######## block 1 ########
[src/rtl/arbitro_demx.sv]
// Round-robin arbiter and sequencer for a 4:1 data selector.
// Registers grant/select, zeroes the output while idle, and limits each slot to QUANTUM cycles under contention.
module arbitro_demx #(
  parameter int ANCHO   = 4,
  parameter int QUANTUM = 4
) (
  input  logic             i_Clk,
  input  logic             i_Rst,
  input  logic [3:0]       i_Req,
  input  logic [ANCHO-1:0] i_Datos_0,
  input  logic [ANCHO-1:0] i_Datos_1,
  input  logic [ANCHO-1:0] i_Datos_2,
  input  logic [ANCHO-1:0] i_Datos_3,
  output logic [3:0]       o_Gnt,
  output logic [1:0]       o_Sel,
  output logic             o_Valido,
  output logic [ANCHO-1:0] o_Salida
);

  localparam int CW = (QUANTUM > 1) ? $clog2(QUANTUM) : 1;
  localparam logic [CW-1:0] RELOAD = CW'(QUANTUM - 1);

  typedef enum logic {IDLE, SERVE} state_t;

  state_t        state, state_nxt;
  logic [1:0]    ult, ult_nxt;
  logic [CW-1:0] cnt, cnt_nxt;
  logic [3:0]    gnt_nxt;
  logic [1:0]    sel_nxt;
  logic          valido_nxt;

  logic [1:0]    pick;
  logic          otros;
  logic          tomar;

  // Search starts just after the last owner, so the last owner is always checked last.
  always_comb begin
    logic [1:0] idx;
    logic       hallado;
    pick    = ult;
    hallado = 1'b0;
    for (int k = 1; k <= 4; k++) begin
      idx = 2'(int'(ult) + k);
      if (!hallado && i_Req[idx]) begin
        pick    = idx;
        hallado = 1'b1;
      end
    end
  end

  assign otros = |(i_Req & ~(4'b0001 << ult));

  // NOTE: every signal gets a default at the top of always_comb so no path leaves it unassigned (no latches).
  always_comb begin
    state_nxt  = state;
    ult_nxt    = ult;
    cnt_nxt    = cnt;
    gnt_nxt    = o_Gnt;
    sel_nxt    = o_Sel;
    valido_nxt = o_Valido;
    tomar      = 1'b0;

    case (state)
      IDLE: begin
        if (|i_Req) tomar = 1'b1;
      end
      SERVE: begin
        if (!i_Req[ult]) begin
          if (otros) begin
            tomar = 1'b1;
          end else begin
            state_nxt  = IDLE;
            gnt_nxt    = 4'b0000;
            valido_nxt = 1'b0;
          end
        end else if (cnt == '0) begin
          if (otros) tomar = 1'b1;
        end else begin
          cnt_nxt = cnt - 1'b1;
        end
      end
      default: state_nxt = IDLE;
    endcase

    if (tomar) begin
      state_nxt  = SERVE;
      ult_nxt    = pick;
      sel_nxt    = pick;
      gnt_nxt    = 4'b0001 << pick;
      valido_nxt = 1'b1;
      cnt_nxt    = RELOAD;
    end
  end

  // NOTE: sequential state uses non-blocking assignments so all registers update together at the edge.
  always_ff @(posedge i_Clk) begin
    if (i_Rst) begin
      state    <= IDLE;
      ult      <= 2'd3;
      cnt      <= '0;
      o_Gnt    <= 4'b0000;
      o_Sel    <= 2'd0;
      o_Valido <= 1'b0;
    end else begin
      state    <= state_nxt;
      ult      <= ult_nxt;
      cnt      <= cnt_nxt;
      o_Gnt    <= gnt_nxt;
      o_Sel    <= sel_nxt;
      o_Valido <= valido_nxt;
    end
  end

  // Output mux follows source data combinationally from the registered select.
  always_comb begin
    o_Salida = '0;
    if (o_Valido) begin
      case (o_Sel)
        2'd0: o_Salida = i_Datos_0;
        2'd1: o_Salida = i_Datos_1;
        2'd2: o_Salida = i_Datos_2;
        2'd3: o_Salida = i_Datos_3;
        default: o_Salida = '0;
      endcase
    end
  end

endmodule

[config.mk]
export PLATFORM = sky130hd
export DESIGN_NAME = arbitro_demx
export DESIGN_NICKNAME = d
export VERILOG_FILES = /design/src/rtl/arbitro_demx.sv
export SDC_FILE = /design/constraint.sdc
export NUM_CORES = 1
export LEC_CHECK = 0
export CAP_MARGIN = 25
export CORE_UTILIZATION = 40
export CTS_CLUSTER_DIAMETER = 30
export DETAILED_ROUTE_END_ITERATION = 7
export GPL_TIMING_DRIVEN = 0
export PLACE_DENSITY = 0.73
export SYNTH_ARGS = -nofsm -noshare
export SYNTH_HDL_FRONTEND = slang
export SYNTH_SLANG_ARGS = --single-unit
[constraint.sdc]
create_clock -name i_Clk -period 5.75 [get_ports i_Clk]
set_input_delay 1.15 -clock i_Clk [delete_from_list [all_inputs] [get_ports i_Clk]]
set_output_delay 1.15 -clock i_Clk [all_outputs]
set_load 0.02 [all_outputs]
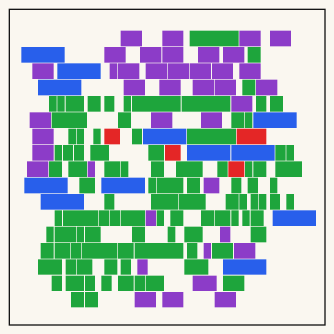
(block_1/class_map.png)
Drawn at 6 px/um.
red -> clock drivers and dummy loads  # cells 4, share of their area 2.6%
green -> remaining logic cells  # cells 99, share of their area 53%
purple -> remaining buffers and delay cells  # cells 40, share of their area 27%
blue -> registers  # cells 12, share of their area 18%
# rows: 17
Core Region: 2300 um^2
final instance area: 1410 um^2
post-layout util: 61.2%

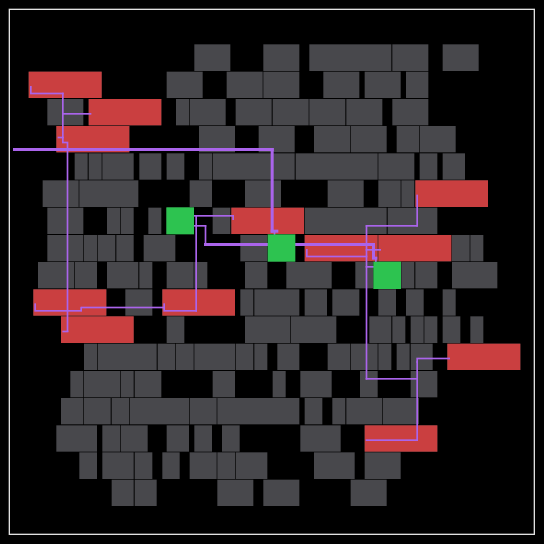
(block_1/clock_wires.png)
Drawn at 10 px/um.
purple -> clock wires  # length 182 um
red -> flip-flops  # count 12
green -> clock-net drivers  # count 3
routed clock nets = 4
clock network power: 0.0000682 W
worst skew pair latency: 0.27 ns
clock network power share: 11.0%
Worst Skew: 0.000966 ns

==> flow_summary_export.csv <==
group,metric,value,unit
cells_and_area,sh_comb_area,48.7,%
synth,ys_warn_count,0,
cells_and_area,seq_share,17.1,%
job,warnings,29,
route,wl_met3,91,um
sta,holdWs,0.467,ns
synth,simple_gate_share,20.6,%
sta,fin_crit_sh,67.6,%
placement,numPortBuffers,32,
power,power.group.top,"combinational cells",
grt,use_met1,25.5,%
cells_and_area,stdcell_count,183,
cells_and_area,fillers,204,
setup_path,rr_worst_depth,9,
cells_and_area,comb_cells,87,
outcome,outcome,"completed",
setup_path,critPathBufInv,2,
cells_and_area,flops,12,
synth,synthArstFlopShare,0,%
sta,hold_viol_final,0,
setup_path,setup.worst_path.end,"o_Salida[1]",
cells_and_area,drive_gt1_share,14.2,%
synth,mux_share,16.4,%
job,max_cap_viol_count,0,
setup_path,crit_type,"in2out",
cells_and_area,logic_area,684,um^2
synth,ys_cells,119,
sta,rsz0062_at_grt,"no",
cells_and_area,clkbuf_count,4,
hold_path,hp-start,"o_Gnt[0]",
route,finalWirelength,2.58,mm
synth,yosys.stat.seqShare,23.7,%
clock_tree,clk_pin_slew,0.08,ns
clock_tree,max-clock-path-buffers,2,
setup_path,slowest_stage,"clkdlybuf4s50_1",
route,drc,0,

######## block 2 ########
==> block_2/clock_wires.png <==
Drawn at 2 px/um.
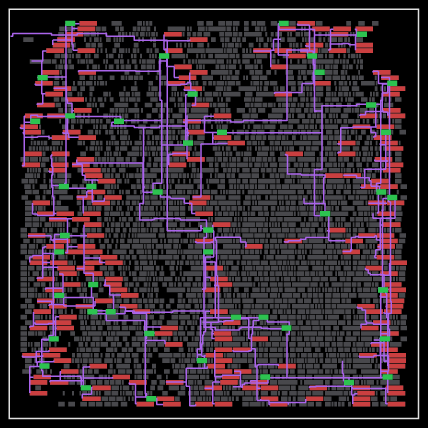
$ cat config.mk
export PLATFORM = sky130hd
export DESIGN_NAME = booth_radix4_seq
export DESIGN_NICKNAME = d
export VERILOG_FILES = /design/src/rtl/booth_radix4_seq.sv
export SDC_FILE = /design/constraint.sdc
export NUM_CORES = 1
export LEC_CHECK = 0
export ABC_AREA = 1
export CORE_MARGIN = 5
export CORE_UTILIZATION = 45
export CTS_BUF_LIST = sky130_fd_sc_hd__clkbuf_2 sky130_fd_sc_hd__clkbuf_4 sky130_fd_sc_hd__clkbuf_8
export CTS_CLUSTER_DIAMETER = 120
export DETAILED_ROUTE_END_ITERATION = 8
export PLACE_DENSITY = 0.76
export SYNTH_ARGS = -nofsm -noshare
export SYNTH_HDL_FRONTEND = slang
export SYNTH_SLANG_ARGS = --single-unit
$ cat constraint.sdc
create_clock -name clk -period 3 [get_ports clk]
set_input_delay 0.9 -clock clk [delete_from_list [all_inputs] [get_ports clk]]
set_output_delay 0.9 -clock clk [all_outputs]
set_load 0.02 [all_outputs]
$ cat src/rtl/booth_radix4_seq.sv
// Sequential radix-4 Booth multiplier: one Booth digit per cycle, valid/ready on both sides.
// Define BOOTH_SIGNED_MODE_EN to add the signed_mode port; otherwise operands are always signed.
module booth_radix4_seq #(
  parameter int N = 32
) (
  input  logic           clk,
  input  logic           rst_n,
  input  logic           in_valid,
  output logic           in_ready,
  input  logic [N-1:0]   A,
  input  logic [N-1:0]   B,
`ifdef BOOTH_SIGNED_MODE_EN
  input  logic           signed_mode,
`endif
  output logic           out_valid,
  input  logic           out_ready,
  output logic [2*N-1:0] y,
  output logic           busy
);

  localparam int W    = 2 * N;
  localparam int NB   = N + 3;
  localparam int NDIG = N / 2 + 1;
  localparam int CW   = $clog2(NDIG + 1);
  localparam logic [CW-1:0] LAST = CW'(N / 2);

  typedef enum logic [1:0] {
    S_IDLE,
    S_CALC,
    S_DONE
  } state_t;

  state_t r_state;
  state_t w_state_next;

  logic [W-1:0]  r_acc;
  logic [W-1:0]  r_mcand;
  logic [NB-1:0] r_b;
  logic [CW-1:0] r_cnt;
  logic [W-1:0]  r_y;

  logic          w_signed;
  logic [W-1:0]  w_a_ext;
  logic [NB-1:0] w_b_ext;
  logic [W-1:0]  w_pp;
  logic [W-1:0]  w_acc_next;
  logic          w_last;
  logic          w_accept;

`ifdef BOOTH_SIGNED_MODE_EN
  assign w_signed = signed_mode;
`else
  assign w_signed = 1'b1;
`endif

  // Multiplier keeps a zero below bit 0 so the lowest triplet sees B[-1]=0.
  assign w_a_ext = {{(W - N){w_signed & A[N-1]}}, A};
  assign w_b_ext = {{2{w_signed & B[N-1]}}, B, 1'b0};

  assign w_last   = (r_cnt == LAST);
  assign w_accept = (r_state == S_IDLE) && in_valid;

  // r_mcand is already aligned at bit 2i, so only the Booth multiple is chosen here.
  always_comb begin
    w_pp = '0;
    case (r_b[2:0])
      3'b001, 3'b010: w_pp = r_mcand;
      3'b011:         w_pp = {r_mcand[W-2:0], 1'b0};
      3'b100:         w_pp = -{r_mcand[W-2:0], 1'b0};
      3'b101, 3'b110: w_pp = -r_mcand;
      default:        w_pp = '0;
    endcase
  end

  assign w_acc_next = r_acc + w_pp;

  always_ff @(posedge clk or negedge rst_n) begin
    if (!rst_n) begin
      r_state <= S_IDLE;
    end else begin
      r_state <= w_state_next;
    end
  end

  always_comb begin
    w_state_next = r_state;
    in_ready     = 1'b0;
    out_valid    = 1'b0;
    busy         = 1'b0;
    case (r_state)
      S_IDLE: begin
        in_ready = 1'b1;
        if (in_valid) begin
          w_state_next = S_CALC;
        end
      end
      S_CALC: begin
        busy = 1'b1;
        if (w_last) begin
          w_state_next = S_DONE;
        end
      end
      S_DONE: begin
        busy      = 1'b1;
        out_valid = 1'b1;
        if (out_ready) begin
          w_state_next = S_IDLE;
        end
      end
      default: begin
        w_state_next = S_IDLE;
      end
    endcase
  end

  always_ff @(posedge clk or negedge rst_n) begin
    if (!rst_n) begin
      r_acc   <= '0;
      r_mcand <= '0;
      r_b     <= '0;
      r_cnt   <= '0;
      r_y     <= '0;
    end else if (w_accept) begin
      r_acc   <= '0;
      r_mcand <= w_a_ext;
      r_b     <= w_b_ext;
      r_cnt   <= '0;
    end else if (r_state == S_CALC) begin
      r_acc   <= w_acc_next;
      r_mcand <= {r_mcand[W-3:0], 2'b00};
      r_b     <= {{2{r_b[NB-1]}}, r_b[NB-1:2]};
      r_cnt   <= r_cnt + CW'(1);
      // Result register only changes on DONE entry; it holds through IDLE.
      if (w_last) begin
        r_y <= w_acc_next;
      end
    end
  end

  assign y = r_y;

endmodule

==> flow_summary_export.csv <==
group,metric,value,unit
setup_path,critPathMaxStageDelay,0.41,ns
cells_and_area,lay_top_cells,"nand2_1, buf_4, dfrtp_1",
cells_and_area,clkbuf_count,55,
setup_path,worst-path-stages,22,
cells_and_area,stdcell_count,3738,
cells_and_area,seq_share,19.7,%
sta,maxSlewHeadroom,61.6,%
synth,yosys.stat.seqShare,34.5,%
synth,edf_count,0,
sta,slew_violations,0,
synth,ys_warn_count,0,
synth,synthArstFlopShare,100,%
synth,yosysMostFrequentCell,"nand2_1",
route,routedWlPerCell,24.1,um
grt,grt_antenna_before_repair,0,
floorplanning,n_tap_cell,511,
placement,dpl.cell_count,3528,
sta,final-setup-viol-count,116,
power,p_comb_share,80.4,%
floorplanning,fp.dieH,204,um
sta,timing.final.ws_setup,-1.08,ns
cells_and_area,postLayoutCoreUtil,79.2,%
synth,syn_area_per_cell,6.88,um^2
route,avgViaCountPerCell,6.08,
outcome,violations,"setup timing",
sta,min_period,4.08,ns
clock_tree,numCtsBuffers,44,
power,power_density,1460,nW/um^2
placement,place_hpwl,52.6,mm
setup_path,reg2reg_slack,-1.08,ns
clock_tree,cts_tree,"done",
route,drc,0,
sta,fin_tns_setup,-81.50,ns
setup_path,timing.critical_path.from,"r_mcand[12]",
clock_tree,cts.repair.resized,721,
setup_path,critical-path-top-delay-family,"simple AND/OR/NAND/NOR gates",
synth,ys_cells,2458,
outcome,outcome,"finished with violations",
setup_path,crit_chain,"buf_4 -> nor2_2 -> nand2_2 -> nor2_4 -> nand2_8 -> buf_6 -> xor2_1 -> o22ai_1 -> nor2_1 -> o21ai_1 -> ha_1 -> a21oi_2 -> o21ai_2 -> a21oi_2 -> nor2_1 -> nor2_1 -> nand2_2 -> buf_4 -> nand2_1 -> nand3_1 -> nand3_1 -> nand2_1",
synth,synthTopLogicFamily,"simple AND/OR/NAND/NOR gates",
About block_2/clock_wires.png:
red -> flip-flops  # count 233
purple -> clock wires  # length 4280 um
green -> clock-net drivers  # count 44
flops lie = spread over the die
Worst Skew: 0.0823 ns
clock network power share: 7.9%
clock network power: 0.00342 W


######## block 3 ########
==> block_3/clock_wires.png <==
Drawn at 6 px/um.
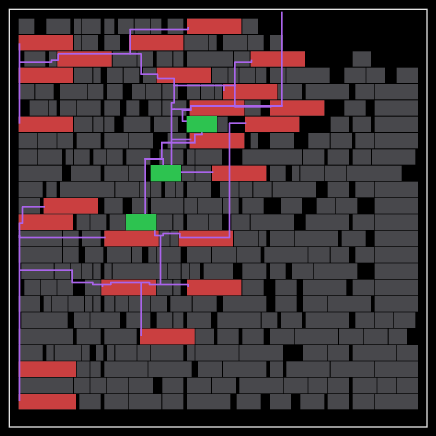
==> block_3/class_map.png <==
Drawn at 4 px/um.
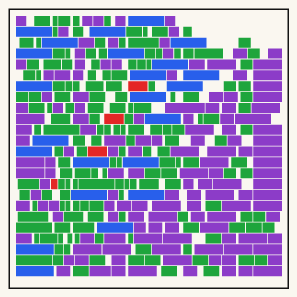
==> block_3/clock_nets.png <==
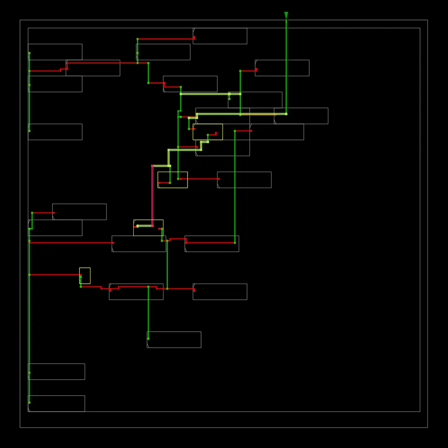
$ cat config.mk
export PLATFORM = sky130hd
export DESIGN_NAME = aes_prng_reseed_seq
export DESIGN_NICKNAME = d
export VERILOG_FILES = /design/src/rtl/aes_prng_reseed_seq.sv
export SDC_FILE = /design/constraint.sdc
export NUM_CORES = 1
export LEC_CHECK = 0
export CORE_UTILIZATION = 36
export DETAILED_ROUTE_END_ITERATION = 8
export PLACE_DENSITY = 0.86
export SETUP_SLACK_MARGIN = 0.3
export SYNTH_ARGS = -nofsm -noshare
export SYNTH_HDL_FRONTEND = slang
export SYNTH_SLANG_ARGS = --single-unit
$ cat constraint.sdc
create_clock -name clk_i -period 2.1 [get_ports clk_i]
set_input_delay 0.42 -clock clk_i [delete_from_list [all_inputs] [get_ports clk_i]]
set_output_delay 0.42 -clock clk_i [all_outputs]
set_load 0.05 [all_outputs]
$ cat src/rtl/aes_prng_reseed_seq.sv
// Reseed sequencer for the AES masking PRNGs. It counts blocks between reseeds and
// fetches EDN words to refill every channel's PRNG state before a new block may start.
module aes_prng_reseed_seq #(
  parameter int EntropyWidth  = 32,
  parameter int StateWidth    = 177,
  parameter int NumChannels   = 2,
  parameter int BlockCtrWidth = 14,
  localparam int NumStateParts = (StateWidth + EntropyWidth - 1) / EntropyWidth,
  localparam int PartWidth     = $clog2(NumStateParts)
) (
  input  logic                    clk_i,
  input  logic                    rst_i,
  input  logic [1:0]              reseed_rate_i,
  input  logic                    force_reseed_i,
  input  logic                    start_i,
  output logic                    start_gnt_o,
  input  logic                    block_done_i,
  input  logic                    alert_fatal_i,
  output logic                    entropy_req_o,
  input  logic                    entropy_ack_i,
  input  logic [EntropyWidth-1:0] entropy_i,
  output logic [NumChannels-1:0]  seed_we_o,
  output logic [PartWidth-1:0]    seed_part_o,
  output logic [EntropyWidth-1:0] seed_data_o,
  output logic                    busy_o,
  output logic                    ctr_expired_o,
  output logic                    reseed_done_o,
  output logic                    err_o
);

  localparam int NumBitsLastPart = StateWidth - (NumStateParts - 1) * EntropyWidth;
  localparam int TotalWords      = NumChannels * NumStateParts;
  localparam int ChWidth         = (NumChannels > 1) ? $clog2(NumChannels) : 1;
  localparam int AckCntWidth     = $clog2(TotalWords + 1);
  localparam logic [EntropyWidth-1:0] LastPartMask =
      {EntropyWidth{1'b1}} >> (EntropyWidth - NumBitsLastPart);

  typedef enum logic [1:0] {IDLE, FETCH, DONE, ERROR} state_e;

  state_e                   state_reg, state_next;
  logic                     req_reg;
  logic [BlockCtrWidth-1:0] block_ctr_reg, block_ctr_next;
  logic                     pending_reg, pending_next;
  logic                     again_reg, again_next;
  logic [PartWidth-1:0]     part_reg, part_next;
  logic [ChWidth-1:0]       ch_reg, ch_next;
  logic [AckCntWidth-1:0]   ack_cnt_reg;
  logic [BlockCtrWidth-1:0] reload_val;
  logic                     ctr_expired, fetch_ack, last_part, last_ch;

  assign ctr_expired = (block_ctr_reg == '0);
  assign fetch_ack   = (state_reg == FETCH) && entropy_ack_i;
  assign last_part   = (part_reg == PartWidth'(NumStateParts - 1));
  assign last_ch     = (ch_reg == ChWidth'(NumChannels - 1));

  always_comb begin
    case (reseed_rate_i)
      2'b00:   reload_val = BlockCtrWidth'(1);
      2'b01:   reload_val = BlockCtrWidth'(64);
      default: reload_val = BlockCtrWidth'(8192);
    endcase
  end

  always_comb begin
    state_next     = state_reg;
    block_ctr_next = block_ctr_reg;
    pending_next   = pending_reg;
    again_next     = again_reg;
    part_next      = part_reg;
    ch_next        = ch_reg;
    start_gnt_o    = 1'b0;
    reseed_done_o  = 1'b0;
    if (block_done_i && !ctr_expired) begin
      block_ctr_next = block_ctr_reg - BlockCtrWidth'(1);
    end
    case (state_reg)
      IDLE: begin
        part_next   = '0;
        ch_next     = '0;
        start_gnt_o = start_i && !ctr_expired && !pending_reg && !alert_fatal_i;
        if (force_reseed_i) pending_next = 1'b1;
        if (start_i && (ctr_expired || pending_reg)) state_next = FETCH;
      end
      FETCH: begin
        // A force arriving mid-sequence must survive the clear in DONE.
        if (force_reseed_i) begin
          pending_next = 1'b1;
          again_next   = 1'b1;
        end
        if (entropy_ack_i) begin
          if (last_part) begin
            part_next = '0;
            ch_next   = last_ch ? '0 : ch_reg + ChWidth'(1);
            if (last_ch) state_next = DONE;
          end else begin
            part_next = part_reg + PartWidth'(1);
          end
        end
      end
      DONE: begin
        reseed_done_o  = 1'b1;
        block_ctr_next = reload_val;
        pending_next   = again_reg || force_reseed_i;
        again_next     = 1'b0;
        state_next     = IDLE;
      end
      default: ;
    endcase
    if (alert_fatal_i) state_next = ERROR;
  end

  always_ff @(posedge clk_i or posedge rst_i) begin
    if (rst_i) begin
      state_reg     <= IDLE;
      req_reg       <= 1'b0;
      block_ctr_reg <= '0;
      pending_reg   <= 1'b0;
      again_reg     <= 1'b0;
      part_reg      <= '0;
      ch_reg        <= '0;
      ack_cnt_reg   <= '0;
    end else begin
      state_reg     <= state_next;
      req_reg       <= (state_next == FETCH);
      block_ctr_reg <= block_ctr_next;
      pending_reg   <= pending_next;
      again_reg     <= again_next;
      part_reg      <= part_next;
      ch_reg        <= ch_next;
      if (state_reg == IDLE) ack_cnt_reg <= '0;
      else if (fetch_ack)    ack_cnt_reg <= ack_cnt_reg + AckCntWidth'(1);
    end
  end

  for (genvar gi = 0; gi < NumChannels; gi++) begin : g_we
    assign seed_we_o[gi] = fetch_ack && (ch_reg == ChWidth'(gi));
  end

  assign seed_part_o   = fetch_ack ? part_reg : '0;
  assign seed_data_o   = !fetch_ack ? '0 : (last_part ? (entropy_i & LastPartMask) : entropy_i);
  assign entropy_req_o = req_reg;
  assign busy_o        = (state_reg == FETCH) || (state_reg == DONE);
  assign ctr_expired_o = ctr_expired;
  assign err_o         = (state_reg == ERROR);

  a_one_part_per_ack: assert property (@(posedge clk_i) disable iff (rst_i)
    fetch_ack |-> $onehot(seed_we_o));
  a_req_held: assert property (@(posedge clk_i) disable iff (rst_i)
    (entropy_req_o && !entropy_ack_i && !alert_fatal_i) |=> entropy_req_o);
  a_ack_count: assert property (@(posedge clk_i) disable iff (rst_i)
    (state_reg == DONE) |-> (ack_cnt_reg == AckCntWidth'(TotalWords)));

endmodule

==> flow_summary_export.csv <==
group,metric,value,unit
route,drtIter0Drc,131,
clock_tree,hold_buffers,0,
setup_path,crit_chain,"or4_4 -> nor4_4 -> buf_6 -> nor4_4 -> buf_6",
clock_tree,ctsRootBufferMaster,"clkbuf_8",
cells_and_area,sh_comb_area,34.9,%
synth,fa_ha_area_share,4.59,%
route,maxUsedRoutingLayer,"met4",
grt,grt_use_met2,57.7,%
synth,mux_share,1.30,%
cells_and_area,clkCellAreaFrac,1.21,%
sta,final-setup-viol-count,26,
sta,fmax,414,MHz
sta,timing.final.ws_setup,-0.316,ns
synth,xor_share,0,%
power,p_seq,0.000821,W
cells_and_area,largest_reg_flops,14,
clock_tree,clk_pin_slew,0.09,ns
power,switching_share,46.2,%
floorplanning,chipWidth,69.4,um
synth,synthTopLogicFamily,"simple AND/OR/NAND/NOR gates",
power,seqPwrFrac,16.7,%
outcome,outcome,"finished with violations",
synth,synthArstFlopShare,100,%
outcome,violations,"setup timing",
floorplanning,chip_area,4810,um^2
synth,synth.distinct_cells,36,
cells_and_area,diodes,0,
cells_and_area,nNonClkBuffers,138,
cells_and_area,nNetsFinal,376,
sta,fin_tns_setup,-1.39,ns
sta,slew_violations,0,
setup_path,crit_type,"reg2out",
route,finalWirelength,8.60,mm
cells_and_area,flops,23,
power,power_density,1280,nW/um^2
## Picture notes: block_3/clock_wires.png
red -> flip-flops  # count 23
green -> clock-net drivers  # count 3
purple -> clock wires  # length 324 um
routed clock nets = 4

## Picture notes: block_3/class_map.png
green -> remaining logic cells  # cells 163, share of their area 37%
purple -> remaining buffers and delay cells  # cells 138, share of their area 47%
blue -> registers  # cells 23, share of their area 15%
red -> clock drivers and dummy loads  # cells 4, share of their area 1.2%

## Picture notes: block_3/clock_nets.png
clock network power: 0.000297 W
worst skew pair latency: 0.27 ns
clock sinks: 23
CTS Buf Count: 3
CLK BUF: 3


######## block 4 ########
==> block_4/class_map.png <==
Drawn at 4 px/um.
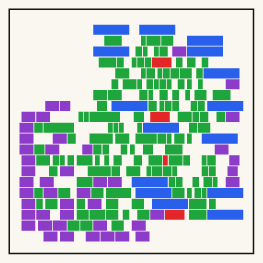
==> block_4/port_trees.png <==
Drawn at 8 px/um.
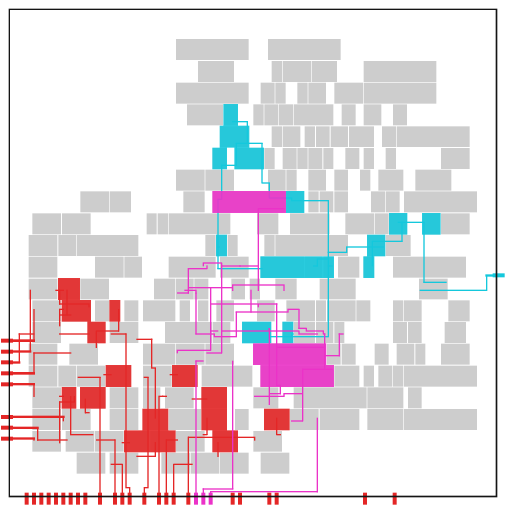
File: config.mk
export PLATFORM = sky130hd
export DESIGN_NAME = hazard_ctrl
export DESIGN_NICKNAME = d
export VERILOG_FILES = /design/src/rtl/hazard_ctrl.sv
export SDC_FILE = /design/constraint.sdc
export NUM_CORES = 1
export LEC_CHECK = 0
export CAP_MARGIN = 20
export CORE_MARGIN = 2
export CORE_UTILIZATION = 41
export CTS_BUF_LIST = sky130_fd_sc_hd__clkbuf_8
export DETAILED_ROUTE_END_ITERATION = 8
export PLACE_DENSITY = 0.88
export SLEW_MARGIN = 20
export SYNTH_ARGS = -nofsm -noshare
export SYNTH_HDL_FRONTEND = slang
export SYNTH_SLANG_ARGS = --single-unit
File: constraint.sdc
create_clock -name CLK -period 6.9 [get_ports CLK]
set_clock_uncertainty 0.15 [all_clocks]
set_input_delay 1.38 -clock CLK [delete_from_list [all_inputs] [get_ports CLK]]
set_output_delay 1.38 -clock CLK [all_outputs]
set_load 0.1 [all_outputs]
File: src/rtl/hazard_ctrl.sv
// ---------------------------------------------------------------------------
// hazard_ctrl
//   Pipeline sequencer for the FE/DE/EXE/MEM/WB core. Generates every stall,
//   bubble and flush strobe around decode:
//     - load-use hazards that decode forwarding cannot cover (one bubble),
//     - holding fetch while a control transfer in EXE is unresolved,
//     - freezing the pipe while memory is not ready,
//     - flushing on a WB trap and draining before fetch resumes at DE_MTVEC.
//
// Parameters
//   TRAP_DRAIN  cycles fetch stays held after a trap flush (1..7)
//   BR_TIMEOUT  BR_WAIT cycles without resolution before BR_ERR (1..255)
//
// Ports
//   CLK, RESET_N        clock (rising edge), asynchronous active-low reset
//   DE_V, DE_IR         decode latch valid / instruction
//   EXE_V, EXE_IR       execute latch valid / instruction
//   V_MEM_STALL         memory stage not ready
//   BR_RESOLVE          pulse: control transfer in EXE resolved
//   WB_CS               pulse: trap taken in WB
//   STALL_FE            hold PC and FE->DE latch
//   STALL_DE            hold DE->EXE latch
//   BUBBLE_EXE          load EXE_V=0 this cycle
//   FLUSH_ALL           clear DE/EXE/MEM valid bits
//   PC_SEL_TRAP         next PC = DE_MTVEC
//   BR_ERR              sticky: branch never resolved
//   STATE               current FSM state (debug)
//
// Optional feature
//   HAZARD_PERF_EN      when defined, adds PERF_LU / PERF_BR / PERF_MEM cycle
//                       counters (cycles in LU, in BR_WAIT, with V_MEM_STALL).
// ---------------------------------------------------------------------------
module hazard_ctrl #(
  parameter int TRAP_DRAIN = 3,
  parameter int BR_TIMEOUT = 15
) (
  input  logic        CLK,
  input  logic        RESET_N,
  input  logic        DE_V,
  input  logic [31:0] DE_IR,
  input  logic        EXE_V,
  input  logic [31:0] EXE_IR,
  input  logic        V_MEM_STALL,
  input  logic        BR_RESOLVE,
  input  logic        WB_CS,
  output logic        STALL_FE,
  output logic        STALL_DE,
  output logic        BUBBLE_EXE,
  output logic        FLUSH_ALL,
  output logic        PC_SEL_TRAP,
  output logic        BR_ERR,
  output logic [2:0]  STATE
`ifdef HAZARD_PERF_EN
  ,
  output logic [31:0] PERF_LU,
  output logic [31:0] PERF_BR,
  output logic [31:0] PERF_MEM
`endif
);

  typedef enum logic [2:0] {
    ST_RUN     = 3'd0,
    ST_LU      = 3'd1,
    ST_BR_WAIT = 3'd2,
    ST_TRAP    = 3'd3,
    ST_DRAIN   = 3'd4
  } state_t;

  localparam logic [6:0] OP_LOAD   = 7'b0000011;
  localparam logic [6:0] OP_OP     = 7'b0110011;
  localparam logic [6:0] OP_OP32   = 7'b0111011;
  localparam logic [6:0] OP_STORE  = 7'b0100011;
  localparam logic [6:0] OP_BRANCH = 7'b1100011;
  localparam logic [6:0] OP_JAL    = 7'b1101111;
  localparam logic [6:0] OP_JALR   = 7'b1100111;

  state_t      state_reg, state_next;
  logic [2:0]  drain_reg, drain_next;
  logic [7:0]  to_reg, to_next;
  logic        err_reg, err_next;

  logic        stall_fe, stall_de, bubble_exe, flush_all, pc_sel_trap;
  logic [7:0]  to_inc;

  // ------------------------------------------------------------------
  // Hazard decode
  // ------------------------------------------------------------------
  logic [6:0] de_op;
  logic [4:0] de_rs1, de_rs2, exe_rd;
  logic       de_uses_rs2, load_use, ctrl_xfer;

  assign de_op  = DE_IR[6:0];
  assign de_rs1 = DE_IR[19:15];
  assign de_rs2 = DE_IR[24:20];
  assign exe_rd = EXE_IR[11:7];

  // Only these formats actually read rs2; elsewhere bits [24:20] are immediate.
  assign de_uses_rs2 = (de_op == OP_OP) || (de_op == OP_OP32) ||
                       (de_op == OP_STORE) || (de_op == OP_BRANCH);

  // x0 as destination never creates a dependency.
  assign load_use = DE_V && EXE_V && (EXE_IR[6:0] == OP_LOAD) && (exe_rd != 5'd0) &&
                    ((exe_rd == de_rs1) || (de_uses_rs2 && (exe_rd == de_rs2)));

  assign ctrl_xfer = DE_V && ((de_op == OP_BRANCH) || (de_op == OP_JAL) || (de_op == OP_JALR));

  // Instruction bits not involved in hazard detection.
  logic unused_ir_bits;
  assign unused_ir_bits = ^{DE_IR[31:25], DE_IR[14:7], EXE_IR[31:12]};

  // Saturating timeout increment.
  assign to_inc = (to_reg == 8'hFF) ? to_reg : to_reg + 8'd1;

  // ------------------------------------------------------------------
  // Next state and strobes
  // ------------------------------------------------------------------
  always_comb begin
    state_next  = state_reg;
    drain_next  = drain_reg;
    to_next     = to_reg;
    err_next    = err_reg;
    stall_fe    = 1'b0;
    stall_de    = 1'b0;
    bubble_exe  = 1'b0;
    flush_all   = 1'b0;
    pc_sel_trap = 1'b0;

    if (WB_CS) begin
      // Trap overrides everything, including a same-cycle BR_RESOLVE.
      flush_all   = 1'b1;
      pc_sel_trap = 1'b1;
      to_next     = 8'd0;
      state_next  = ST_TRAP;
    end else if (V_MEM_STALL) begin
      // Whole pipe frozen: state, drain and timeout counters all hold.
      stall_fe = 1'b1;
      stall_de = 1'b1;
    end else begin
      case (state_reg)
        ST_RUN: begin
          if (load_use) begin
            stall_fe   = 1'b1;
            stall_de   = 1'b1;
            bubble_exe = 1'b1;
            state_next = ST_LU;
          end else if (ctrl_xfer) begin
            // Transfer moves on to EXE this cycle; fetch is held from next cycle.
            to_next    = 8'd0;
            state_next = ST_BR_WAIT;
          end
        end
        ST_LU: begin
          state_next = ST_RUN;
        end
        ST_BR_WAIT: begin
          stall_fe = 1'b1;
          if (BR_RESOLVE) begin
            to_next    = 8'd0;
            state_next = ST_RUN;
          end else begin
            to_next = to_inc;
            if (to_inc >= 8'(BR_TIMEOUT)) begin
              err_next = 1'b1;
            end
          end
        end
        ST_TRAP: begin
          stall_fe   = 1'b1;
          bubble_exe = 1'b1;
          drain_next = 3'(TRAP_DRAIN - 1);
          state_next = (TRAP_DRAIN == 1) ? ST_RUN : ST_DRAIN;
        end
        ST_DRAIN: begin
          stall_fe   = 1'b1;
          bubble_exe = 1'b1;
          // Leave when this decrement reaches zero so the total hold is TRAP_DRAIN cycles.
          if (drain_reg <= 3'd1) begin
            drain_next = 3'd0;
            state_next = ST_RUN;
          end else begin
            drain_next = drain_reg - 3'd1;
          end
        end
        default: begin
          state_next = ST_RUN;
        end
      endcase
    end
  end

  always_ff @(posedge CLK or negedge RESET_N) begin
    if (!RESET_N) begin
      state_reg <= ST_RUN;
      drain_reg <= 3'd0;
      to_reg    <= 8'd0;
      err_reg   <= 1'b0;
    end else begin
      state_reg <= state_next;
      drain_reg <= drain_next;
      to_reg    <= to_next;
      err_reg   <= err_next;
    end
  end

  // Strobes are forced low while reset is asserted, whatever the inputs do.
  assign STALL_FE    = RESET_N & stall_fe;
  assign STALL_DE    = RESET_N & stall_de;
  assign BUBBLE_EXE  = RESET_N & bubble_exe;
  assign FLUSH_ALL   = RESET_N & flush_all;
  assign PC_SEL_TRAP = RESET_N & pc_sel_trap;
  assign BR_ERR      = err_reg;
  assign STATE       = state_reg;

`ifdef HAZARD_PERF_EN
  logic [31:0] perf_lu_reg, perf_br_reg, perf_mem_reg;

  always_ff @(posedge CLK or negedge RESET_N) begin
    if (!RESET_N) begin
      perf_lu_reg  <= 32'd0;
      perf_br_reg  <= 32'd0;
      perf_mem_reg <= 32'd0;
    end else begin
      if (state_reg == ST_LU)      perf_lu_reg  <= perf_lu_reg + 32'd1;
      if (state_reg == ST_BR_WAIT) perf_br_reg  <= perf_br_reg + 32'd1;
      if (V_MEM_STALL)             perf_mem_reg <= perf_mem_reg + 32'd1;
    end
  end

  assign PERF_LU  = perf_lu_reg;
  assign PERF_BR  = perf_br_reg;
  assign PERF_MEM = perf_mem_reg;
`endif

endmodule

==> flow_summary_export.csv <==
group,metric,value,unit
outcome,outcome,"completed",
floorplanning,n_tap_cell,44,
setup_path,r2r-start,"STATE[1]",
clock_tree,ctsRootBufferMaster,"clkbuf_8",
setup_path,critPathMaxStageDelay,0.51,ns
setup_path,setup.worst_path.end,"BUBBLE_EXE",
sta,slew_violations,0,
clock_tree,max-clock-path-buffers,2,
grt,met3_usage,1.71,%
synth,mux_share,2.28,%
clock_tree,numCtsBuffers,3,
cells_and_area,comb_cells,128,
route,maxUsedRoutingLayer,"met4",
synth,yosysTopAreaCell,"dfrtp_1",
setup_path,crit_chain,"clkdlybuf4s50_1 -> xor2_1 -> nor4_1 -> nand4_4 -> a21oi_4 -> o311a_1 -> buf_4",
synth,numSynthFlops,15,
route,drc,0,
synth,syn_area_per_cell,8.62,um^2
setup_path,cp_max_fo,9,
placement,finalWeightedCongestion,0.941,
floorplanning,chip_area,3690,um^2
## Picture notes: block_4/class_map.png
purple -> remaining buffers and delay cells  # cells 45, share of their area 25%
blue -> registers  # cells 15, share of their area 21%
green -> remaining logic cells  # cells 135, share of their area 52%
red -> clock drivers and dummy loads  # cells 4, share of their area 2.5%

## Picture notes: block_4/port_trees.png
magenta -> STATE  # direction output, end cells 3, buffers 3, wire 237 um
red -> DE_IR  # direction input, end cells 15, buffers 17, wire 235 um
cyan -> WB_CS  # direction input, end cells 15, buffers 1, wire 116 um
# IOs: 80
PortBufs: 44


######## block 5 ########
### src/rtl/data_ram_pkg.sv
// data_ram_pkg: sweep FSM state type, read-latency limit and even-parity helper shared by data_ram_pipe
package data_ram_pkg;
  typedef enum logic {CLEAR, READY} ram_state_t;
  localparam int RD_LAT_MAX = 4;
  function automatic logic even_parity(input logic [31:0] d);
    return ^d;
  endfunction
endpackage

### src/rtl/data_ram_rdpipe.sv
// data_ram_rdpipe: LAT-stage valid/data shift register (clk, rst, vld_i/dat_i in, vld_o/dat_o out); each stage holds its data while its valid is low
module data_ram_rdpipe #(
  parameter int W   = 8,
  parameter int LAT = 1
) (
  input  logic         clk,
  input  logic         rst,
  input  logic         vld_i,
  input  logic [W-1:0] dat_i,
  output logic         vld_o,
  output logic [W-1:0] dat_o
);
  for (genvar i = 0; i < LAT; i++) begin : g_stg
    logic         v_in;
    logic [W-1:0] d_in;
    logic         v_q;
    logic [W-1:0] d_q;
    if (i == 0) begin : g_head
      assign v_in = vld_i;
      assign d_in = dat_i;
    end else begin : g_body
      assign v_in = g_stg[i-1].v_q;
      assign d_in = g_stg[i-1].d_q;
    end
    always_ff @(posedge clk) begin
      if (rst) begin
        v_q <= 1'b0;
        d_q <= '0;
      end else begin
        v_q <= v_in;
        d_q <= v_in ? d_in : d_q;
      end
    end
  end
  assign vld_o = g_stg[LAT-1].v_q;
  assign dat_o = g_stg[LAT-1].d_q;
endmodule

### src/rtl/data_ram_pipe.sv
// data_ram_pipe: swept-clear data RAM with RD_LAT read pipeline (CLK, Reset, MemRead, MemWrite, Address, DataSrc in; DataMemOut, ReadValid, Busy out; ParityErr out with DATA_RAM_PARITY_EN)
module data_ram_pipe
  import data_ram_pkg::*;
#(
  parameter int DW     = 8,
  parameter int AW     = 8,
  parameter int RD_LAT = 1
) (
  input  logic          CLK,
  input  logic          Reset,
  input  logic          MemRead,
  input  logic          MemWrite,
  input  logic [AW-1:0] Address,
  input  logic [DW-1:0] DataSrc,
  output logic [DW-1:0] DataMemOut,
  output logic          ReadValid,
  output logic          Busy
`ifdef DATA_RAM_PARITY_EN
  ,
  output logic          ParityErr
`endif
);
`ifdef DATA_RAM_PARITY_EN
  localparam int WW = DW + 1;
`else
  localparam int WW = DW;
`endif
  localparam logic [AW:0] LAST = (AW+1)'(2**AW - 1);
  if (RD_LAT < 1 || RD_LAT > RD_LAT_MAX) begin : g_bad_lat
    $error("data_ram_pipe: RD_LAT out of range");
  end
  ram_state_t    state_q, state_d;
  logic [AW:0]   ptr_q, ptr_d;
  logic [WW-1:0] mem [2**AW];
  logic          we, rd_acc, rd_vld;
  logic [AW-1:0] waddr;
  logic [WW-1:0] wdata, rword, pin, pout;
  always_comb begin
    state_d = (state_q == CLEAR && ptr_q == LAST) ? READY : state_q;
    ptr_d   = (state_q == CLEAR) ? ptr_q + 1'b1 : ptr_q;
  end
  always_ff @(posedge CLK) begin
    if (Reset) begin
      state_q <= CLEAR;
      ptr_q   <= '0;
    end else begin
      state_q <= state_d;
      ptr_q   <= ptr_d;
    end
  end
  assign Busy   = state_q == CLEAR;
  assign we     = !Reset && (Busy || MemWrite);
  assign waddr  = Busy ? ptr_q[AW-1:0] : Address;
  assign rd_acc = !Reset && !Busy && MemRead;
  assign rword  = mem[Address];
`ifdef DATA_RAM_PARITY_EN
  assign wdata      = Busy ? '0 : {even_parity(32'(DataSrc)), DataSrc};
  assign pin        = {rword[DW] ^ even_parity(32'(rword[DW-1:0])), rword[DW-1:0]};
  assign DataMemOut = pout[DW-1:0];
  assign ParityErr  = rd_vld & pout[DW];
`else
  assign wdata      = Busy ? '0 : DataSrc;
  assign pin        = rword;
  assign DataMemOut = pout;
`endif
  assign ReadValid = rd_vld;
  always_ff @(posedge CLK) begin
    if (we) mem[waddr] <= wdata;
  end
  data_ram_rdpipe #(.W(WW), .LAT(RD_LAT)) u_rdpipe (
    .clk  (CLK),
    .rst  (Reset),
    .vld_i(rd_acc),
    .dat_i(pin),
    .vld_o(rd_vld),
    .dat_o(pout)
  );
endmodule

### config.mk
export PLATFORM = sky130hd
export DESIGN_NAME = data_ram_pipe
export DESIGN_NICKNAME = d
export VERILOG_FILES = /design/src/rtl/data_ram_pkg.sv /design/src/rtl/data_ram_rdpipe.sv /design/src/rtl/data_ram_pipe.sv
export SDC_FILE = /design/constraint.sdc
export NUM_CORES = 2
export LEC_CHECK = 0
export ABC_CLOCK_PERIOD_IN_PS = 8870
export CAP_MARGIN = 10
export CORE_ASPECT_RATIO = 0.7
export CORE_MARGIN = 8
export CORE_UTILIZATION = 52
export CTS_CLUSTER_DIAMETER = 150
export DETAILED_ROUTE_END_ITERATION = 6
export PLACE_DENSITY = 0.67
export SLEW_MARGIN = 20
export SYNTH_ARGS = -nofsm -noshare
export SYNTH_HDL_FRONTEND = slang
export SYNTH_SLANG_ARGS = --single-unit
### constraint.sdc
create_clock -name CLK -period 8.87 [get_ports CLK]
set_input_delay 1.774 -clock CLK [delete_from_list [all_inputs] [get_ports CLK]]
set_output_delay 1.774 -clock CLK [all_outputs]
set_load 0.02 [all_outputs]
==> flow_summary_export.csv <==
group,metric,value,unit
outcome,outcome,"completed",
setup_path,r2r-start,"state_q",
setup_path,crit_arrival,6.50,ns
grt,met3_usage,7.16,%
placement,place_hpwl,123,mm
power,ir_drop,0.174,mV
cells_and_area,lay_top_count,"edfxtp_1",
route,maxUsedRoutingLayer,"met5",
power,clkPwrFrac,42.0,%
clock_tree,htreeDepth,4,
synth,synth_top_area_share,75.9,%
cells_and_area,flop_area,61900,um^2
clock_tree,insertion_delay,0.83,ns
setup_path,reg2reg_slack,4.41,ns
floorplanning,core_area,155000,um^2
clock_tree,numCtsBuffers,184,
synth,yosysTopAreaCell,"edfxtp_1",
cells_and_area,stdcell_count,6438,
sta,fin_tns_setup,0,ns
clock_tree,cts.repair.resized,0,
grt,grtUsageTotal,23.8,%
power,p_clk,0.00819,W
clock_tree,cts_sinks,2067,
cells_and_area,postLayoutCoreUtil,57.5,%
sta,min_period,5.72,ns
synth,ys_cells,4154,
sta,slew_violations,0,
grt,busiest_layer,"met1",
setup_path,crit_chain,"buf_8 -> buf_12 -> buf_4 -> mux2i_1 -> o221ai_1 -> a21oi_1 -> a2111oi_0 -> nand3_1 -> nor3_1 -> a211o_1",
synth,fa_ha_area_share,0.0309,%
sta,fmax,175,MHz
sta,worst_pin_slew,1.21,ns
route,avgViaCountPerCell,6.45,
setup_path,crit_type,"in2reg",
floorplanning,n_tap_cell,2091,
cells_and_area,drive_gt1_share,16.0,%
hold_path,whs_path_depth,2,
sta,holdWs,0.489,ns
cells_and_area,logic_area,17500,um^2
floorplanning,chip_area,169000,um^2
floorplanning,row_count,121,
synth,yosys_area,81100,um^2
cells_and_area,seq_share,69.4,%
cells_and_area,largest_class,"sequential cells",
cells_and_area,comb_cells,1825,
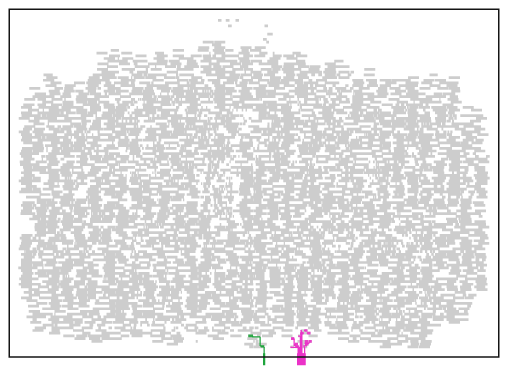
(block_5/port_trees.png)
Drawn at 1 px/um.
magenta -> DataSrc  # direction input, end cells 8, buffers 8, wire 174 um
green -> MemRead  # direction input, end cells 1, buffers 1, wire 33.6 um
# IOs: 30
PortBufs: 29

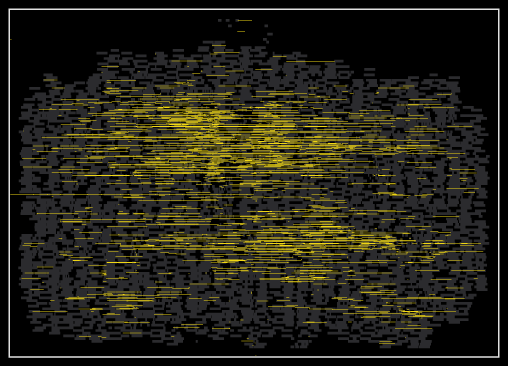
(block_5/m3.png)
Drawn at 1 px/um. Cells faint in the background.
wire length on this layer = 24.9 mm
nets with wire on the layer = 553
share of all routed wire = 12%
Vias: 41500
WL final: 205 mm


######## block 6 ########
==> block_6/clock_wires.png <==
Drawn at 2 px/um.
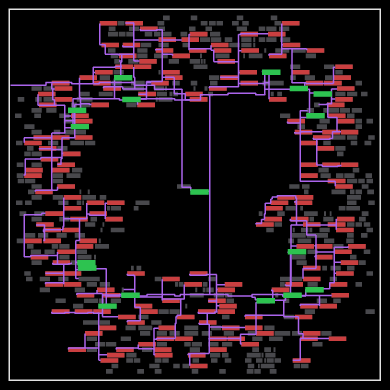
==> block_6/class_map.png <==
Drawn at 1.5 px/um.
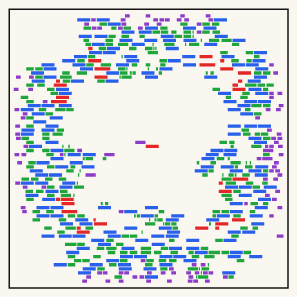
`config.mk`:
```
export PLATFORM = sky130hd
export DESIGN_NAME = pipelined_adder
export DESIGN_NICKNAME = d
export VERILOG_FILES = /design/src/rtl/pipelined_adder.sv
export SDC_FILE = /design/constraint.sdc
export NUM_CORES = 1
export LEC_CHECK = 0
export ABC_CLOCK_PERIOD_IN_PS = 3950
export CAP_MARGIN = 20
export CORE_MARGIN = 2
export CORE_UTILIZATION = 25
export CTS_CLUSTER_DIAMETER = 80
export DETAILED_ROUTE_END_ITERATION = 10
export GPL_ROUTABILITY_DRIVEN = 0
export PLACE_DENSITY = 0.52
export SLEW_MARGIN = 0
export SYNTH_ARGS = -nofsm -noshare
export SYNTH_HDL_FRONTEND = slang
export SYNTH_SLANG_ARGS = --single-unit
```
`constraint.sdc`:
```
create_clock -name clk -period 3.95 [get_ports clk]
set_input_delay 0.395 -clock clk [delete_from_list [all_inputs] [get_ports clk]]
set_output_delay 0.395 -clock clk [all_outputs]
set_load 0.005 [all_outputs]
```
`src/rtl/pipelined_adder.sv`:
```
// pipelined_adder: WIDTH-bit adder split into STAGES registered ripple slices with valid/ready flow control.
// Optional signed-overflow output V is enabled by defining PIPELINED_ADDER_OVF_EN.
module pipelined_adder #(
    parameter int WIDTH  = 32,
    parameter int STAGES = 4
) (
    input  logic             clk,
    input  logic             rst_n,
    input  logic             in_valid,
    output logic             in_ready,
    input  logic [WIDTH-1:0] A,
    input  logic [WIDTH-1:0] B,
    input  logic             Cin,
    output logic             out_valid,
    input  logic             out_ready,
    output logic [WIDTH-1:0] S,
`ifdef PIPELINED_ADDER_OVF_EN
    output logic             V,
`endif
    output logic             Cout
);

    localparam int SLICE = WIDTH / STAGES;

    if ((STAGES < 1) || (STAGES > WIDTH) || ((WIDTH % STAGES) != 0)) begin : g_param_err
        $error("pipelined_adder: WIDTH must be a multiple of STAGES with 1 <= STAGES <= WIDTH");
    end

    // One SLICE-bit ripple chain of full-adder cells; returns {carry_out, sum}.
    function automatic logic [SLICE:0] ripple_add(
        input logic [SLICE-1:0] a,
        input logic [SLICE-1:0] b,
        input logic             cin
    );
        logic [SLICE:0]   c;
        logic [SLICE-1:0] s;
        c[0] = cin;
        for (int i = 0; i < SLICE; i++) begin
            s[i]   = a[i] ^ b[i] ^ c[i];
            c[i+1] = (a[i] & b[i]) | (c[i] & (a[i] ^ b[i]));
        end
        return {c[SLICE], s};
    endfunction

    // The whole pipeline stalls together when the output holds an unconsumed result.
    logic advance_s;
    assign advance_s = !out_valid || out_ready;
    assign in_ready  = advance_s;

    for (genvar k = 0; k < STAGES; k++) begin : g_stage
        localparam int SW = (k + 1) * SLICE;
        localparam int HW = WIDTH - SW;

        logic [SLICE-1:0] a_sl_s;
        logic [SLICE-1:0] b_sl_s;
        logic             cin_s;
        logic             vld_d;
        logic [SLICE:0]   add_s;
        logic [SW-1:0]    sum_d;
        logic [SW-1:0]    sum_q;
        logic             vld_q;
        logic             cry_q;

        assign add_s = ripple_add(a_sl_s, b_sl_s, cin_s);

        if (k == 0) begin : g_src
            assign a_sl_s = A[SLICE-1:0];
            assign b_sl_s = B[SLICE-1:0];
            assign cin_s  = Cin;
            assign vld_d  = in_valid;
            assign sum_d  = add_s[SLICE-1:0];
        end else begin : g_src
            assign a_sl_s = g_stage[k-1].g_skew.a_hi_q[SLICE-1:0];
            assign b_sl_s = g_stage[k-1].g_skew.b_hi_q[SLICE-1:0];
            assign cin_s  = g_stage[k-1].cry_q;
            assign vld_d  = g_stage[k-1].vld_q;
            assign sum_d  = {add_s[SLICE-1:0], g_stage[k-1].sum_q};
        end

        // Slice result, carry to the next slice and valid bit advance together.
        always_ff @(posedge clk or negedge rst_n) begin
            if (!rst_n) begin
                vld_q <= 1'b0;
                cry_q <= 1'b0;
                sum_q <= '0;
            end else if (advance_s) begin
                vld_q <= vld_d;
                cry_q <= add_s[SLICE];
                sum_q <= sum_d;
            end
        end

        if (k < STAGES - 1) begin : g_skew
            logic [HW-1:0] a_hi_d;
            logic [HW-1:0] b_hi_d;
            logic [HW-1:0] a_hi_q;
            logic [HW-1:0] b_hi_q;

            if (k == 0) begin : g_hi_src
                assign a_hi_d = A[WIDTH-1:SLICE];
                assign b_hi_d = B[WIDTH-1:SLICE];
            end else begin : g_hi_src
                assign a_hi_d = g_stage[k-1].g_skew.a_hi_q[HW+SLICE-1:SLICE];
                assign b_hi_d = g_stage[k-1].g_skew.b_hi_q[HW+SLICE-1:SLICE];
            end

            // Upper operand bits wait here until the stage that adds them.
            always_ff @(posedge clk or negedge rst_n) begin
                if (!rst_n) begin
                    a_hi_q <= '0;
                    b_hi_q <= '0;
                end else if (advance_s) begin
                    a_hi_q <= a_hi_d;
                    b_hi_q <= b_hi_d;
                end
            end
        end
    end

    assign S         = g_stage[STAGES-1].sum_q;
    assign Cout      = g_stage[STAGES-1].cry_q;
    assign out_valid = g_stage[STAGES-1].vld_q;

`ifdef PIPELINED_ADDER_OVF_EN
    logic v_d;
    logic v_q;

    // Carry into the MSB is a^b^s at that bit; overflow when it differs from the carry out.
    assign v_d = g_stage[STAGES-1].a_sl_s[SLICE-1] ^ g_stage[STAGES-1].b_sl_s[SLICE-1]
               ^ g_stage[STAGES-1].add_s[SLICE-1] ^ g_stage[STAGES-1].add_s[SLICE];

    // Overflow flag is registered alongside the final sum slice.
    always_ff @(posedge clk or negedge rst_n) begin
        if (!rst_n) begin
            v_q <= 1'b0;
        end else if (advance_s) begin
            v_q <= v_d;
        end
    end

    assign V = v_q;
`endif

endmodule

```
==> flow_summary_export.csv <==
group,metric,value,unit
outcome,outcome,"completed",
grt,busiest_layer,"met2",
power,p_sw,0.00226,W
setup_path,crit_chain,"clkdlybuf4s50_1 -> fa_1 -> inv_1 -> fa_1 -> inv_1 -> fa_1 -> fa_2 -> fa_1 -> fa_1 -> fa_1 -> inv_1 -> fa_1 -> a21oi_1",
clock_tree,cts.repair.resized,0,
grt,use_met1,12.6,%
cells_and_area,stdcell_count,1024,
power,p_leak,4.70,nW
floorplanning,chip_area,34100,um^2
route,num_vias,3892,
power,switching_share,27.9,%
setup_path,rr_worst_depth,12,
sta,fin_tns_setup,0,ns
setup_path,crit_top_cell,"fa_1",
clock_tree,max-clock-path-buffers,2,
grt,grtUsageTotal,9.22,%
route,ant_nets,0,
clock_tree,hold_buffers,0,
setup_path,crit_path_start_kind,"input port",
floorplanning,row_count,66,
clock_tree,cts_setup_buffers,0,
placement,numPortBuffers,103,
synth,simple_gate_share,1.07,%
sta,timing.final.ws_setup,0.187,ns
cells_and_area,final_area,10300,um^2
cells_and_area,clkbuf_count,18,
setup_path,timing.critical_path.from,"A[0]",
placement,place_hpwl,9.47,mm
setup_path,setup.worst_path.end,"g_stage[0].sum_q[7]",
synth,syn_area_per_cell,17.7,um^2
synth,synthTopCellsByCount,"dfrtp_1, mux2_4, fa_1",
sta,min_period,3.76,ns
Notes on block_6/clock_wires.png above:
red -> flip-flops  # count 184
purple -> clock wires  # length 2520 um
green -> clock-net drivers  # count 17
flops lie = spread over the die
Worst Skew: 0.00979 ns
clock network power share: 23.8%
clock network power: 0.00193 W
worst skew pair latency: 0.44 ns

Notes on block_6/class_map.png above:
blue -> registers  # cells 184, share of their area 47%
green -> remaining logic cells  # cells 255, share of their area 34%
red -> clock drivers and dummy loads  # cells 32, share of their area 6.7%
purple -> remaining buffers and delay cells  # cells 111, share of their area 12%



## Gallery

M3 wires.
picture 1
Drawn at 6 px/um. Cells faint in the background.
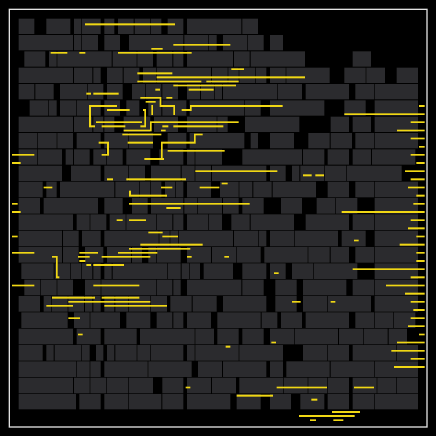
picture 2
Drawn at 6 px/um. Cells faint in the background.
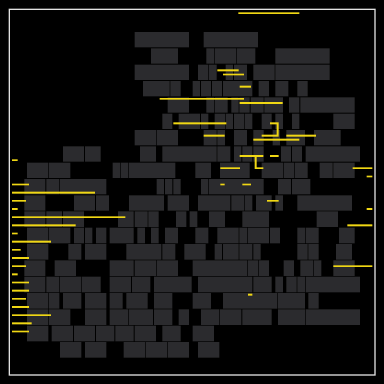
picture 3
Drawn at 8 px/um. Cells faint in the background.
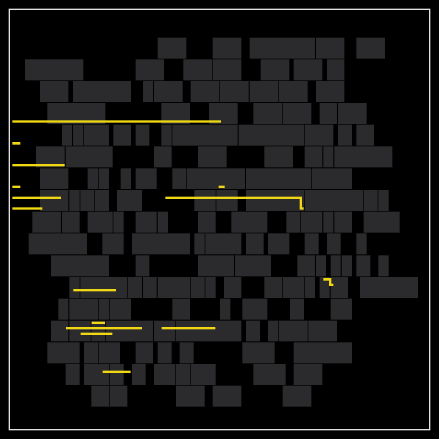
picture 4
Drawn at 2 px/um. Cells faint in the background.
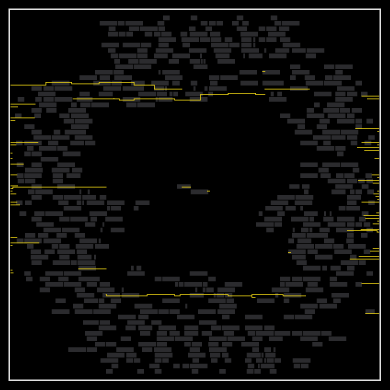
picture 5
Drawn at 2 px/um. Cells faint in the background.
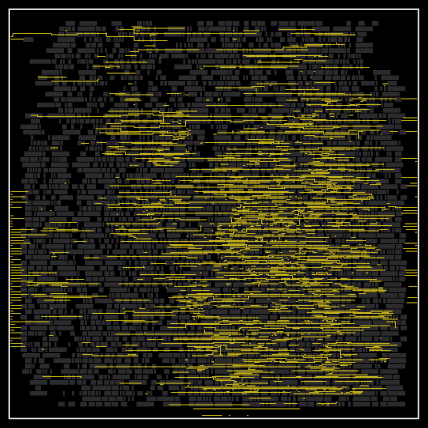
picture 4: block 6
picture 2: block 4
picture 5: block 2
picture 1: block 3
picture 3: block 1
- largest die: picture 5
- smallest die: picture 3

Power is estimated from default activity; no workload was simulated.
